==================== fetch_queue
Figure 1. Where the registers sit (fetch_queue).
Other sequential cells in the stronger gray, the rest of the logic in the fainter gray.
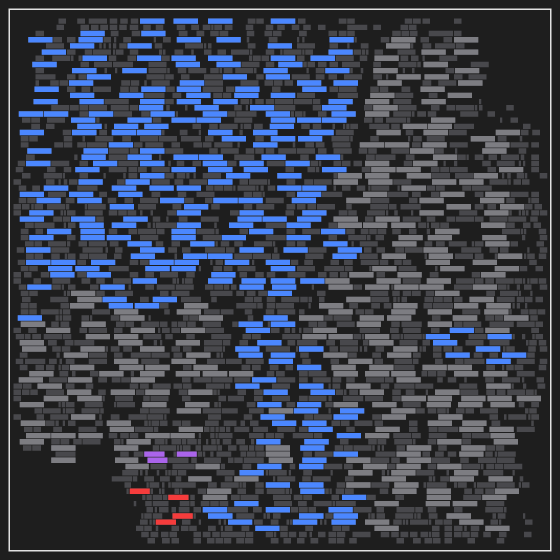

[config.mk]
export PLATFORM = sky130hd
export DESIGN_NAME = fetch_queue
export DESIGN_NICKNAME = d
export VERILOG_FILES = /design/src/rtl/fetch_queue.sv
export SDC_FILE = /design/constraint.sdc
export NUM_CORES = 1
export LEC_CHECK = 0
export ABC_AREA = 0
export CAP_MARGIN = 20
export CORE_UTILIZATION = 55
export DETAILED_ROUTE_END_ITERATION = 8
export PLACE_DENSITY = 0.75
export SYNTH_ARGS = -nofsm -noshare
export SYNTH_HDL_FRONTEND = slang
export SYNTH_SLANG_ARGS = --single-unit
[constraint.sdc]
create_clock -name clk -period 7.95 [get_ports clk]
set_input_delay 1.59 -clock clk [delete_from_list [all_inputs] [get_ports clk]]
set_output_delay 1.59 -clock clk [all_outputs]
set_load 0.02 [all_outputs]
[src/rtl/fetch_queue.sv]
// fetch_queue: dual-issue instruction buffer between the instruction ROM and
// decode. Up to two {addr,instr} pairs enter per cycle (slot 0 ahead of slot
// 1); the two oldest entries are presented to decode, which may take 0, 1
// or 2 of them in order. flush discards the whole contents at the next edge.
//
// Ports:
//   clk, rst                 clock (rising edge), async active-high reset
//   flush                    drop all entries at the next edge
//   in_valid[1:0]            per-slot valid from the ROM
//   in_addr_0/1, in_instr_0/1  incoming entries, slot 0 is older
//   in_ready                 queue can take two entries this cycle
//   out_valid[1:0]           [0] oldest entry valid, [1] next oldest valid
//   out_addr_0/1, out_instr_0/1  two oldest entries, zero when not valid
//   out_ready[1:0]           decode takes slot 0 / slot 1
//   count                    current occupancy
//
// Optional feature (macro FETCH_QUEUE_STATS_EN):
//   stall_cycles[31:0]       saturating count of cycles where fetch offered
//                            data while the queue could not take it
module fetch_queue #(
    parameter int ADDR_WIDTH = 32,
    parameter int DATA_WIDTH = 32,
    parameter int DEPTH      = 8
) (
    input  logic                         clk,
    input  logic                         rst,
    input  logic                         flush,
    input  logic [1:0]                   in_valid,
    input  logic [ADDR_WIDTH-1:0]        in_addr_0,
    input  logic [ADDR_WIDTH-1:0]        in_addr_1,
    input  logic [DATA_WIDTH-1:0]        in_instr_0,
    input  logic [DATA_WIDTH-1:0]        in_instr_1,
    output logic                         in_ready,
    output logic [1:0]                   out_valid,
    output logic [ADDR_WIDTH-1:0]        out_addr_0,
    output logic [ADDR_WIDTH-1:0]        out_addr_1,
    output logic [DATA_WIDTH-1:0]        out_instr_0,
    output logic [DATA_WIDTH-1:0]        out_instr_1,
    input  logic [1:0]                   out_ready,
`ifdef FETCH_QUEUE_STATS_EN
    output logic [31:0]                  stall_cycles,
`endif
    output logic [$clog2(DEPTH+1)-1:0]   count
);

    localparam int PW = $clog2(DEPTH);
    localparam int CW = $clog2(DEPTH+1);

    logic [ADDR_WIDTH-1:0] addr_mem_r  [DEPTH];
    logic [DATA_WIDTH-1:0] instr_mem_r [DEPTH];

    logic [PW-1:0] head_r, tail_r;
    logic [CW-1:0] count_r;

    logic [PW-1:0] head_next_s, tail_next_s;
    logic [CW-1:0] count_next_s;
    logic          in_ready_s;
    logic          valid0_s, valid1_s;
    logic          wr0_s, wr1_s;
    logic [PW-1:0] wr1_idx_s;
    logic [PW-1:0] rd1_idx_s;
    logic          pop0_s, pop1_s;
    logic [1:0]    push_cnt_s, pop_cnt_s;

    // Handshake decode: room for two is judged on registered count only.
    always_comb begin
        in_ready_s = (count_r <= CW'(DEPTH - 2));
        valid0_s   = (count_r != {CW{1'b0}});
        valid1_s   = (count_r >= CW'(2));
        wr0_s      = in_ready_s & ~flush & in_valid[0];
        wr1_s      = in_ready_s & ~flush & in_valid[1];
        // A lone slot-1 entry lands at tail, otherwise right behind slot 0.
        if (in_valid[0]) begin
            wr1_idx_s = tail_r + PW'(1'b1);
        end else begin
            wr1_idx_s = tail_r;
        end
        rd1_idx_s  = head_r + PW'(1'b1);
        pop0_s     = valid0_s & out_ready[0];
        // Slot 1 can only leave together with slot 0 to keep FIFO order.
        pop1_s     = pop0_s & valid1_s & out_ready[1];
        push_cnt_s = {1'b0, wr0_s} + {1'b0, wr1_s};
        pop_cnt_s  = {1'b0, pop0_s} + {1'b0, pop1_s};
    end

    // Next pointer/occupancy; flush overrides any push or pop.
    always_comb begin
        head_next_s  = head_r;
        tail_next_s  = tail_r;
        count_next_s = count_r;
        if (flush) begin
            head_next_s  = {PW{1'b0}};
            tail_next_s  = {PW{1'b0}};
            count_next_s = {CW{1'b0}};
        end else begin
            head_next_s  = head_r + PW'(pop_cnt_s);
            tail_next_s  = tail_r + PW'(push_cnt_s);
            count_next_s = count_r + CW'(push_cnt_s) - CW'(pop_cnt_s);
        end
    end

    // Pointer and occupancy registers.
    always_ff @(posedge clk or posedge rst) begin
        if (rst) begin
            head_r  <= {PW{1'b0}};
            tail_r  <= {PW{1'b0}};
            count_r <= {CW{1'b0}};
        end else begin
            head_r  <= head_next_s;
            tail_r  <= tail_next_s;
            count_r <= count_next_s;
        end
    end

    // Entry storage; contents are deliberately left uncleared by reset.
    always_ff @(posedge clk) begin
        if (wr0_s) begin
            addr_mem_r[tail_r]  <= in_addr_0;
            instr_mem_r[tail_r] <= in_instr_0;
        end
        if (wr1_s) begin
            addr_mem_r[wr1_idx_s]  <= in_addr_1;
            instr_mem_r[wr1_idx_s] <= in_instr_1;
        end
    end

    // Output presentation: invalid slots are driven to zero.
    always_comb begin
        out_valid = {valid1_s, valid0_s};
        in_ready  = in_ready_s;
        count     = count_r;
        if (valid0_s) begin
            out_addr_0  = addr_mem_r[head_r];
            out_instr_0 = instr_mem_r[head_r];
        end else begin
            out_addr_0  = {ADDR_WIDTH{1'b0}};
            out_instr_0 = {DATA_WIDTH{1'b0}};
        end
        if (valid1_s) begin
            out_addr_1  = addr_mem_r[rd1_idx_s];
            out_instr_1 = instr_mem_r[rd1_idx_s];
        end else begin
            out_addr_1  = {ADDR_WIDTH{1'b0}};
            out_instr_1 = {DATA_WIDTH{1'b0}};
        end
    end

`ifdef FETCH_QUEUE_STATS_EN
    logic [31:0] stall_cycles_r;

    // Saturating count of cycles where fetch was blocked by a full queue.
    always_ff @(posedge clk or posedge rst) begin
        if (rst) begin
            stall_cycles_r <= 32'h0000_0000;
        end else if ((in_valid != 2'b00) && !in_ready_s && !flush &&
                     (stall_cycles_r != 32'hFFFF_FFFF)) begin
            stall_cycles_r <= stall_cycles_r + 32'h0000_0001;
        end else begin
            stall_cycles_r <= stall_cycles_r;
        end
    end

    assign stall_cycles = stall_cycles_r;
`endif

endmodule
==================== tm1638_key_events
[config.mk]
export PLATFORM = sky130hd
export DESIGN_NAME = tm1638_key_events
export DESIGN_NICKNAME = d
export VERILOG_FILES = /design/src/rtl/tm1638_pkg.sv /design/src/rtl/sync_fifo_fwft.sv /design/src/rtl/tm1638_key_events.sv
export SDC_FILE = /design/constraint.sdc
export NUM_CORES = 1
export LEC_CHECK = 0
export CAP_MARGIN = 5
export CORE_MARGIN = 2
export CORE_UTILIZATION = 55
export DETAILED_ROUTE_END_ITERATION = 12
export HOLD_SLACK_MARGIN = 0.06
export PLACE_DENSITY = 0.82
export SLEW_MARGIN = 25
export SYNTH_ARGS = -nofsm -noshare
export SYNTH_HDL_FRONTEND = slang
export SYNTH_HIERARCHICAL = 1
export SYNTH_SLANG_ARGS = --single-unit
[constraint.sdc]
create_clock -name clk -period 5.6 [get_ports clk]
set_input_delay 1.12 -clock clk [delete_from_list [all_inputs] [get_ports clk]]
set_output_delay 1.12 -clock clk [all_outputs]
set_load 0.01 [all_outputs]
[src/rtl/tm1638_pkg.sv]
`default_nettype none
// ============================================================================
// Module      : tm1638_pkg
// Description : Shared types and helpers for the TM1638 key-event path.
// Revision    : 1.0 - initial release
// ============================================================================
package tm1638_pkg;

  // Widest key index an event can carry (up to 256 keys).
  localparam int KEY_FIELD_W = 8;

  typedef struct packed {
    logic [KEY_FIELD_W-1:0] key;
    logic                   pressed;
  } key_event_t;

  typedef enum logic [0:0] {
    S_IDLE = 1'b0,
    S_SCAN = 1'b1
  } scan_state_t;

  // Bits needed to index KEYS keys, never less than one.
  function automatic int key_index_w(input int keys);
    return (keys > 1) ? $clog2(keys) : 1;
  endfunction

endpackage
`default_nettype wire

[src/rtl/sync_fifo_fwft.sv]
`default_nettype none
// ============================================================================
// Module      : sync_fifo_fwft
// Description : Single-clock first-word-fall-through FIFO. Head data is
//               driven straight from storage registers. A push into a full
//               FIFO is ignored even if a pop happens in the same cycle.
// Revision    : 1.0 - initial release
// ============================================================================
module sync_fifo_fwft #(
  parameter int WIDTH = 8,
  parameter int DEPTH = 8
) (
  input  logic             clk,
  input  logic             reset_n,
  input  logic             push,
  input  logic [WIDTH-1:0] push_data,
  output logic             full,
  input  logic             pop,
  output logic             empty,
  output logic [WIDTH-1:0] head_data
);

  localparam int AW = (DEPTH > 1) ? $clog2(DEPTH) : 1;
  localparam int CW = $clog2(DEPTH) + 1;
  localparam logic [CW-1:0] COUNT_FULL = CW'(DEPTH);

  logic [WIDTH-1:0] mem [DEPTH];
  logic [AW-1:0]    wr_ptr;
  logic [AW-1:0]    rd_ptr;
  logic [CW-1:0]    count;
  logic             do_push;
  logic             do_pop;

  assign full      = (count == COUNT_FULL);
  assign empty     = (count == '0);
  assign do_push   = push && !full;
  assign do_pop    = pop && !empty;
  assign head_data = mem[rd_ptr];

  // Storage, pointers and occupancy; pointers wrap naturally (power-of-two depth).
  always_ff @(posedge clk or negedge reset_n) begin
    if (!reset_n) begin
      wr_ptr <= '0;
      rd_ptr <= '0;
      count  <= '0;
      for (int i = 0; i < DEPTH; i++) begin
        mem[i] <= '0;
      end
    end else begin
      if (do_push) begin
        mem[wr_ptr] <= push_data;
        wr_ptr      <= wr_ptr + 1'b1;
      end
      if (do_pop) begin
        rd_ptr <= rd_ptr + 1'b1;
      end
      case ({do_push, do_pop})
        2'b10:   count <= count + 1'b1;
        2'b01:   count <= count - 1'b1;
        default: ;
      endcase
    end
  end

endmodule
`default_nettype wire

[src/rtl/tm1638_key_events.sv]
`default_nettype none
// ============================================================================
// Module      : tm1638_key_events
// Description : Debounces TM1638 key-scan bytes on a fixed sample tick and
//               emits ordered press/release events through a FWFT queue.
// Revision    : 1.0 - initial release
// ============================================================================
module tm1638_key_events
  import tm1638_pkg::*;
#(
  parameter int IN_COUNT         = 4,
  parameter int KEYS             = 8 * IN_COUNT,
  parameter int SAMPLE_DIV       = 250_000,
  parameter int DEBOUNCE_SAMPLES = 3,
  parameter int FIFO_DEPTH       = 8
) (
  input  logic                          clk,
  input  logic                          reset_n,
  input  logic [IN_COUNT-1:0][7:0]      tm1638_in,
  output logic [KEYS-1:0]               keys_down,
  output logic                          ev_valid,
  input  logic                          ev_ready,
  output logic [key_index_w(KEYS)-1:0]  ev_key,
  output logic                          ev_pressed,
  output logic                          ev_overflow,
  input  logic                          ev_clear
);

  localparam int KW = key_index_w(KEYS);
  localparam int TW = $clog2(SAMPLE_DIV);
  localparam logic [TW-1:0] TICK_RELOAD = TW'(SAMPLE_DIV - 1);
  localparam logic [3:0]    DEB_LAST    = 4'(DEBOUNCE_SAMPLES - 1);
  localparam logic [KW-1:0] IDX_LAST    = KW'(KEYS - 1);
  localparam logic [0:0]    ST_IDLE     = S_IDLE;
  localparam logic [0:0]    ST_SCAN     = S_SCAN;

  logic [TW-1:0]         tick_cnt;
  logic                  tick;
  logic [0:0]            state;
  logic [KW-1:0]         idx;
  logic [8*IN_COUNT-1:0] snap;
  logic [3:0]            deb_cnt [KEYS];
  logic                  cur_bit;
  logic                  differs;
  logic                  flip;
  logic                  fifo_full;
  logic                  fifo_empty;
  key_event_t            push_ev;
  key_event_t            head_ev;

  assign tick    = (tick_cnt == '0);
  assign cur_bit = snap[idx];
  assign differs = (state == ST_SCAN) && (cur_bit != keys_down[idx]);
  // The sample that completes the run flips the key and emits its event.
  assign flip    = differs && (deb_cnt[idx] == DEB_LAST);

  // Free-running sample divider: tick asserts for one cycle at zero.
  always_ff @(posedge clk or negedge reset_n) begin
    if (!reset_n) begin
      tick_cnt <= TICK_RELOAD;
    end else if (tick) begin
      tick_cnt <= TICK_RELOAD;
    end else begin
      tick_cnt <= tick_cnt - 1'b1;
    end
  end

  // Snapshot on tick, then walk one key per clock updating its debounce run.
  always_ff @(posedge clk or negedge reset_n) begin
    if (!reset_n) begin
      state     <= ST_IDLE;
      idx       <= '0;
      snap      <= '0;
      keys_down <= '0;
      for (int i = 0; i < KEYS; i++) begin
        deb_cnt[i] <= '0;
      end
    end else begin
      case (state)
        ST_IDLE: begin
          if (tick) begin
            snap  <= tm1638_in;
            idx   <= '0;
            state <= ST_SCAN;
          end
        end
        ST_SCAN: begin
          if (!differs) begin
            deb_cnt[idx] <= '0;
          end else if (flip) begin
            deb_cnt[idx]   <= '0;
            keys_down[idx] <= cur_bit;
          end else begin
            deb_cnt[idx] <= deb_cnt[idx] + 4'd1;
          end
          if (idx == IDX_LAST) begin
            state <= ST_IDLE;
          end else begin
            idx <= idx + 1'b1;
          end
        end
        default: state <= ST_IDLE;
      endcase
    end
  end

  // Build the event for the key currently being evaluated.
  always_comb begin
    push_ev         = '0;
    push_ev.key     = KEY_FIELD_W'(idx);
    push_ev.pressed = cur_bit;
  end

  sync_fifo_fwft #(
    .WIDTH ($bits(key_event_t)),
    .DEPTH (FIFO_DEPTH)
  ) u_fifo (
    .clk       (clk),
    .reset_n   (reset_n),
    .push      (flip),
    .push_data (push_ev),
    .full      (fifo_full),
    .pop       (ev_valid && ev_ready),
    .empty     (fifo_empty),
    .head_data (head_ev)
  );

  assign ev_valid   = !fifo_empty;
  assign ev_key     = head_ev.key[KW-1:0];
  assign ev_pressed = head_ev.pressed;

  if (KW < KEY_FIELD_W) begin : g_key_pad
    logic unused_key_pad;
    assign unused_key_pad = ^head_ev.key[KEY_FIELD_W-1:KW];
  end

  // Sticky drop flag; a same-cycle drop takes priority over clear.
  always_ff @(posedge clk or negedge reset_n) begin
    if (!reset_n) begin
      ev_overflow <= 1'b0;
    end else if (flip && fifo_full) begin
      ev_overflow <= 1'b1;
    end else if (ev_clear) begin
      ev_overflow <= 1'b0;
    end
  end

endmodule
`default_nettype wire

Figure 2. Met1 routing (fetch_queue).
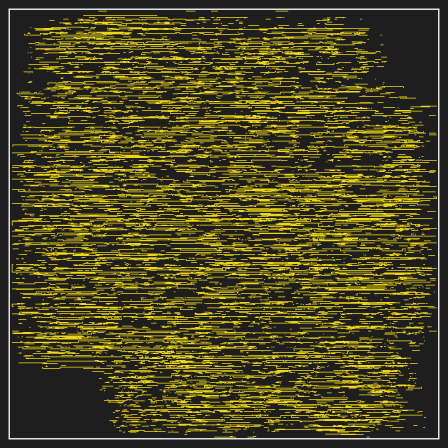
The layer holds 39% of the routed length. The wires run mostly horizontal. 2085 nets have wire on it. The longest straight run is 56.1 um.
via count: 18.92k
Total Routed Length: 83.74 mm
M1 GR Usage: 40.51%

About Figure 1:
Red is count, flops 4. Purple is tail_r, flops 3. Blue is addr_mem_r, flops 256.
Another 259 sequential cells are not colored.
Flop+latch power: 3430 uW
Flop area: 15640 um2

==> deck_impl_summary.md, fetch_queue <==
Run Summary

Outcome
  • Status: complete, no violations

Floorplanning
  • Die height: 237.5 um

Power and ir drop
  • Internal: 7737 uW
  • Psw: 4394 uW

Final timing
  • Transition time of the tightest slew-check pin: 1.136 ns
  • Worst Skew: 0.02079 ns

Layout
  • Most numerous logic cells after layout: 512 x mux2_2, 512 x edfxtp_1, 269 x clkdlybuf4s50_1
  • Layout cells sized above 1: 42.76%
  • Fraction of area in registers: 43.98%

Critical path
  • Critical Path End: out_addr_1[1]
  • CP Launch Point: head_r[1]$_DFF_PP0_

Place
  • Dpl cell area: 33700 um2

Hold path
  • Hold Crit Depth: 2

Drt
  • DR WL met3: 7.055 mm
  • Top routing layer used: met5

GRT
  • Met2 usage: 49.95%

Synth
  • Logic family by area: multiplexers
  • EDFF count, synth: 512
Figure 3. Routed clock nets over the placement (tm1638_key_events).
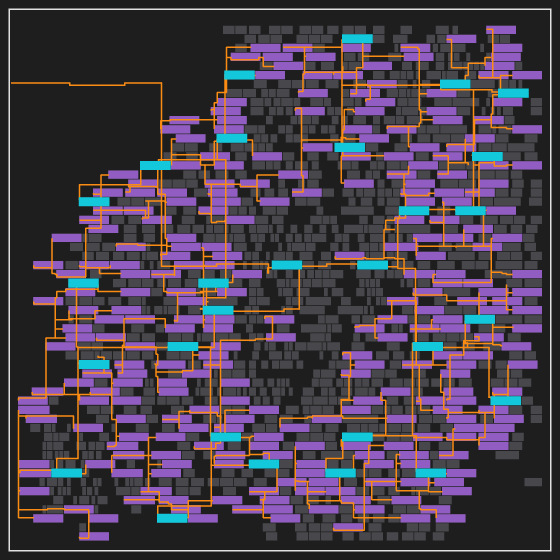
Cyan is clock-net drivers, count 28. Orange is clock wires, length 3210 um. Purple is flip-flops, count 275.
There are 29 routed clock nets. Position of the flops: all over the die.
Insertion Delay late pin: 0.54 ns
clock network power: 1870 uW
Worst Skew: 0.01150 ns
power share of the clock group: 43.2%

==> deck_impl_summary.md, tm1638_key_events <==
Run Summary

Layout
  • Logic Gate Count: 710
  • Ant. Diodes: 0
  • Clkbuf count: 39
  • Layout cells sized above 1: 30.19%
  • Fraction of area in registers: 43.99%
  • Buffer share of cell area: 5.982%

Critical path
  • CP max FO: 49
  • Critical Path End: u_fifo/count[3]$_DFFE_PN0P_
  • Critical path arrival: 5.42 ns
  • Req. time, crit path: 6.01 ns
  • Crit-path leading delay family: simple AND/OR/NAND/NOR gates

Power and ir drop
  • Comb pwr: 327 uW
  • Power per cell area: 276.9 nW/um2
  • Pleak: 0.007604 uW

Floorplanning
  • Die width: 162.3 um

Final timing
  • Fin. max-slew vios: 0
  • Setup total negative slack: 0 ns

GRT
  • M3 GR Usage: 5.118%

Drt
  • DR WL/cell: 23.02 um
  • Drt drc: 0

Outcome
  • Status: complete, no violations


==> gallery <==
I/O nets highlighted.
Scale bar: 50 um.
Plate I
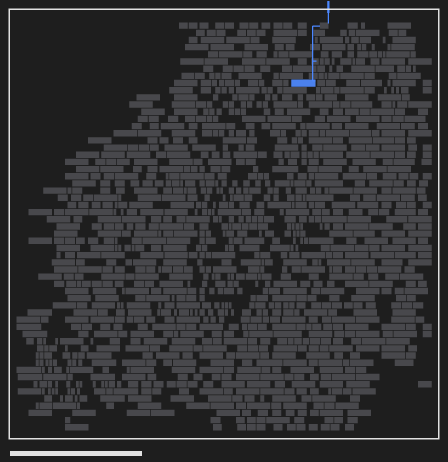
Plate II
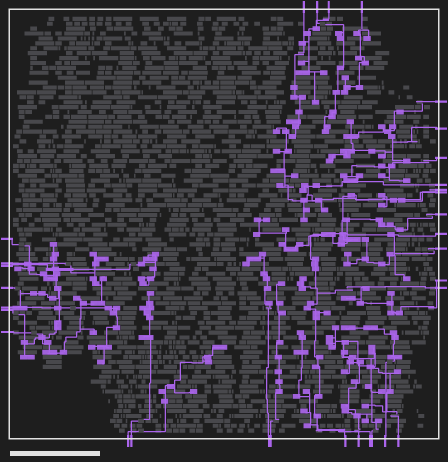
tm1638_key_events -> Plate I
fetch_queue -> Plate II
The one with the largest die is Plate II.
The one with the most cells is Plate II.

Key to Plate I:
Blue is ev_overflow, bits 1, direction output, edge top, end cells 1, buffers 1, wire 30.7 um.


==> screenshots <==
Congestion heat map.
shot_01.png
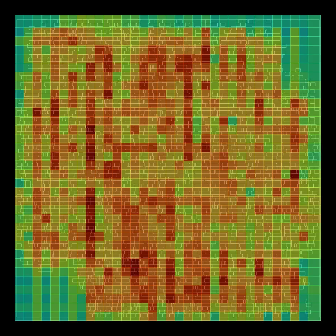
shot_02.png
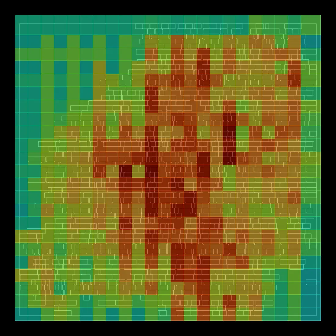
Of these, highest track usage: shot_01.png
shot_02.png comes from tm1638_key_events.
shot_01.png comes from fetch_queue.

No activity file was given, so power comes from the tool's default toggle rates.
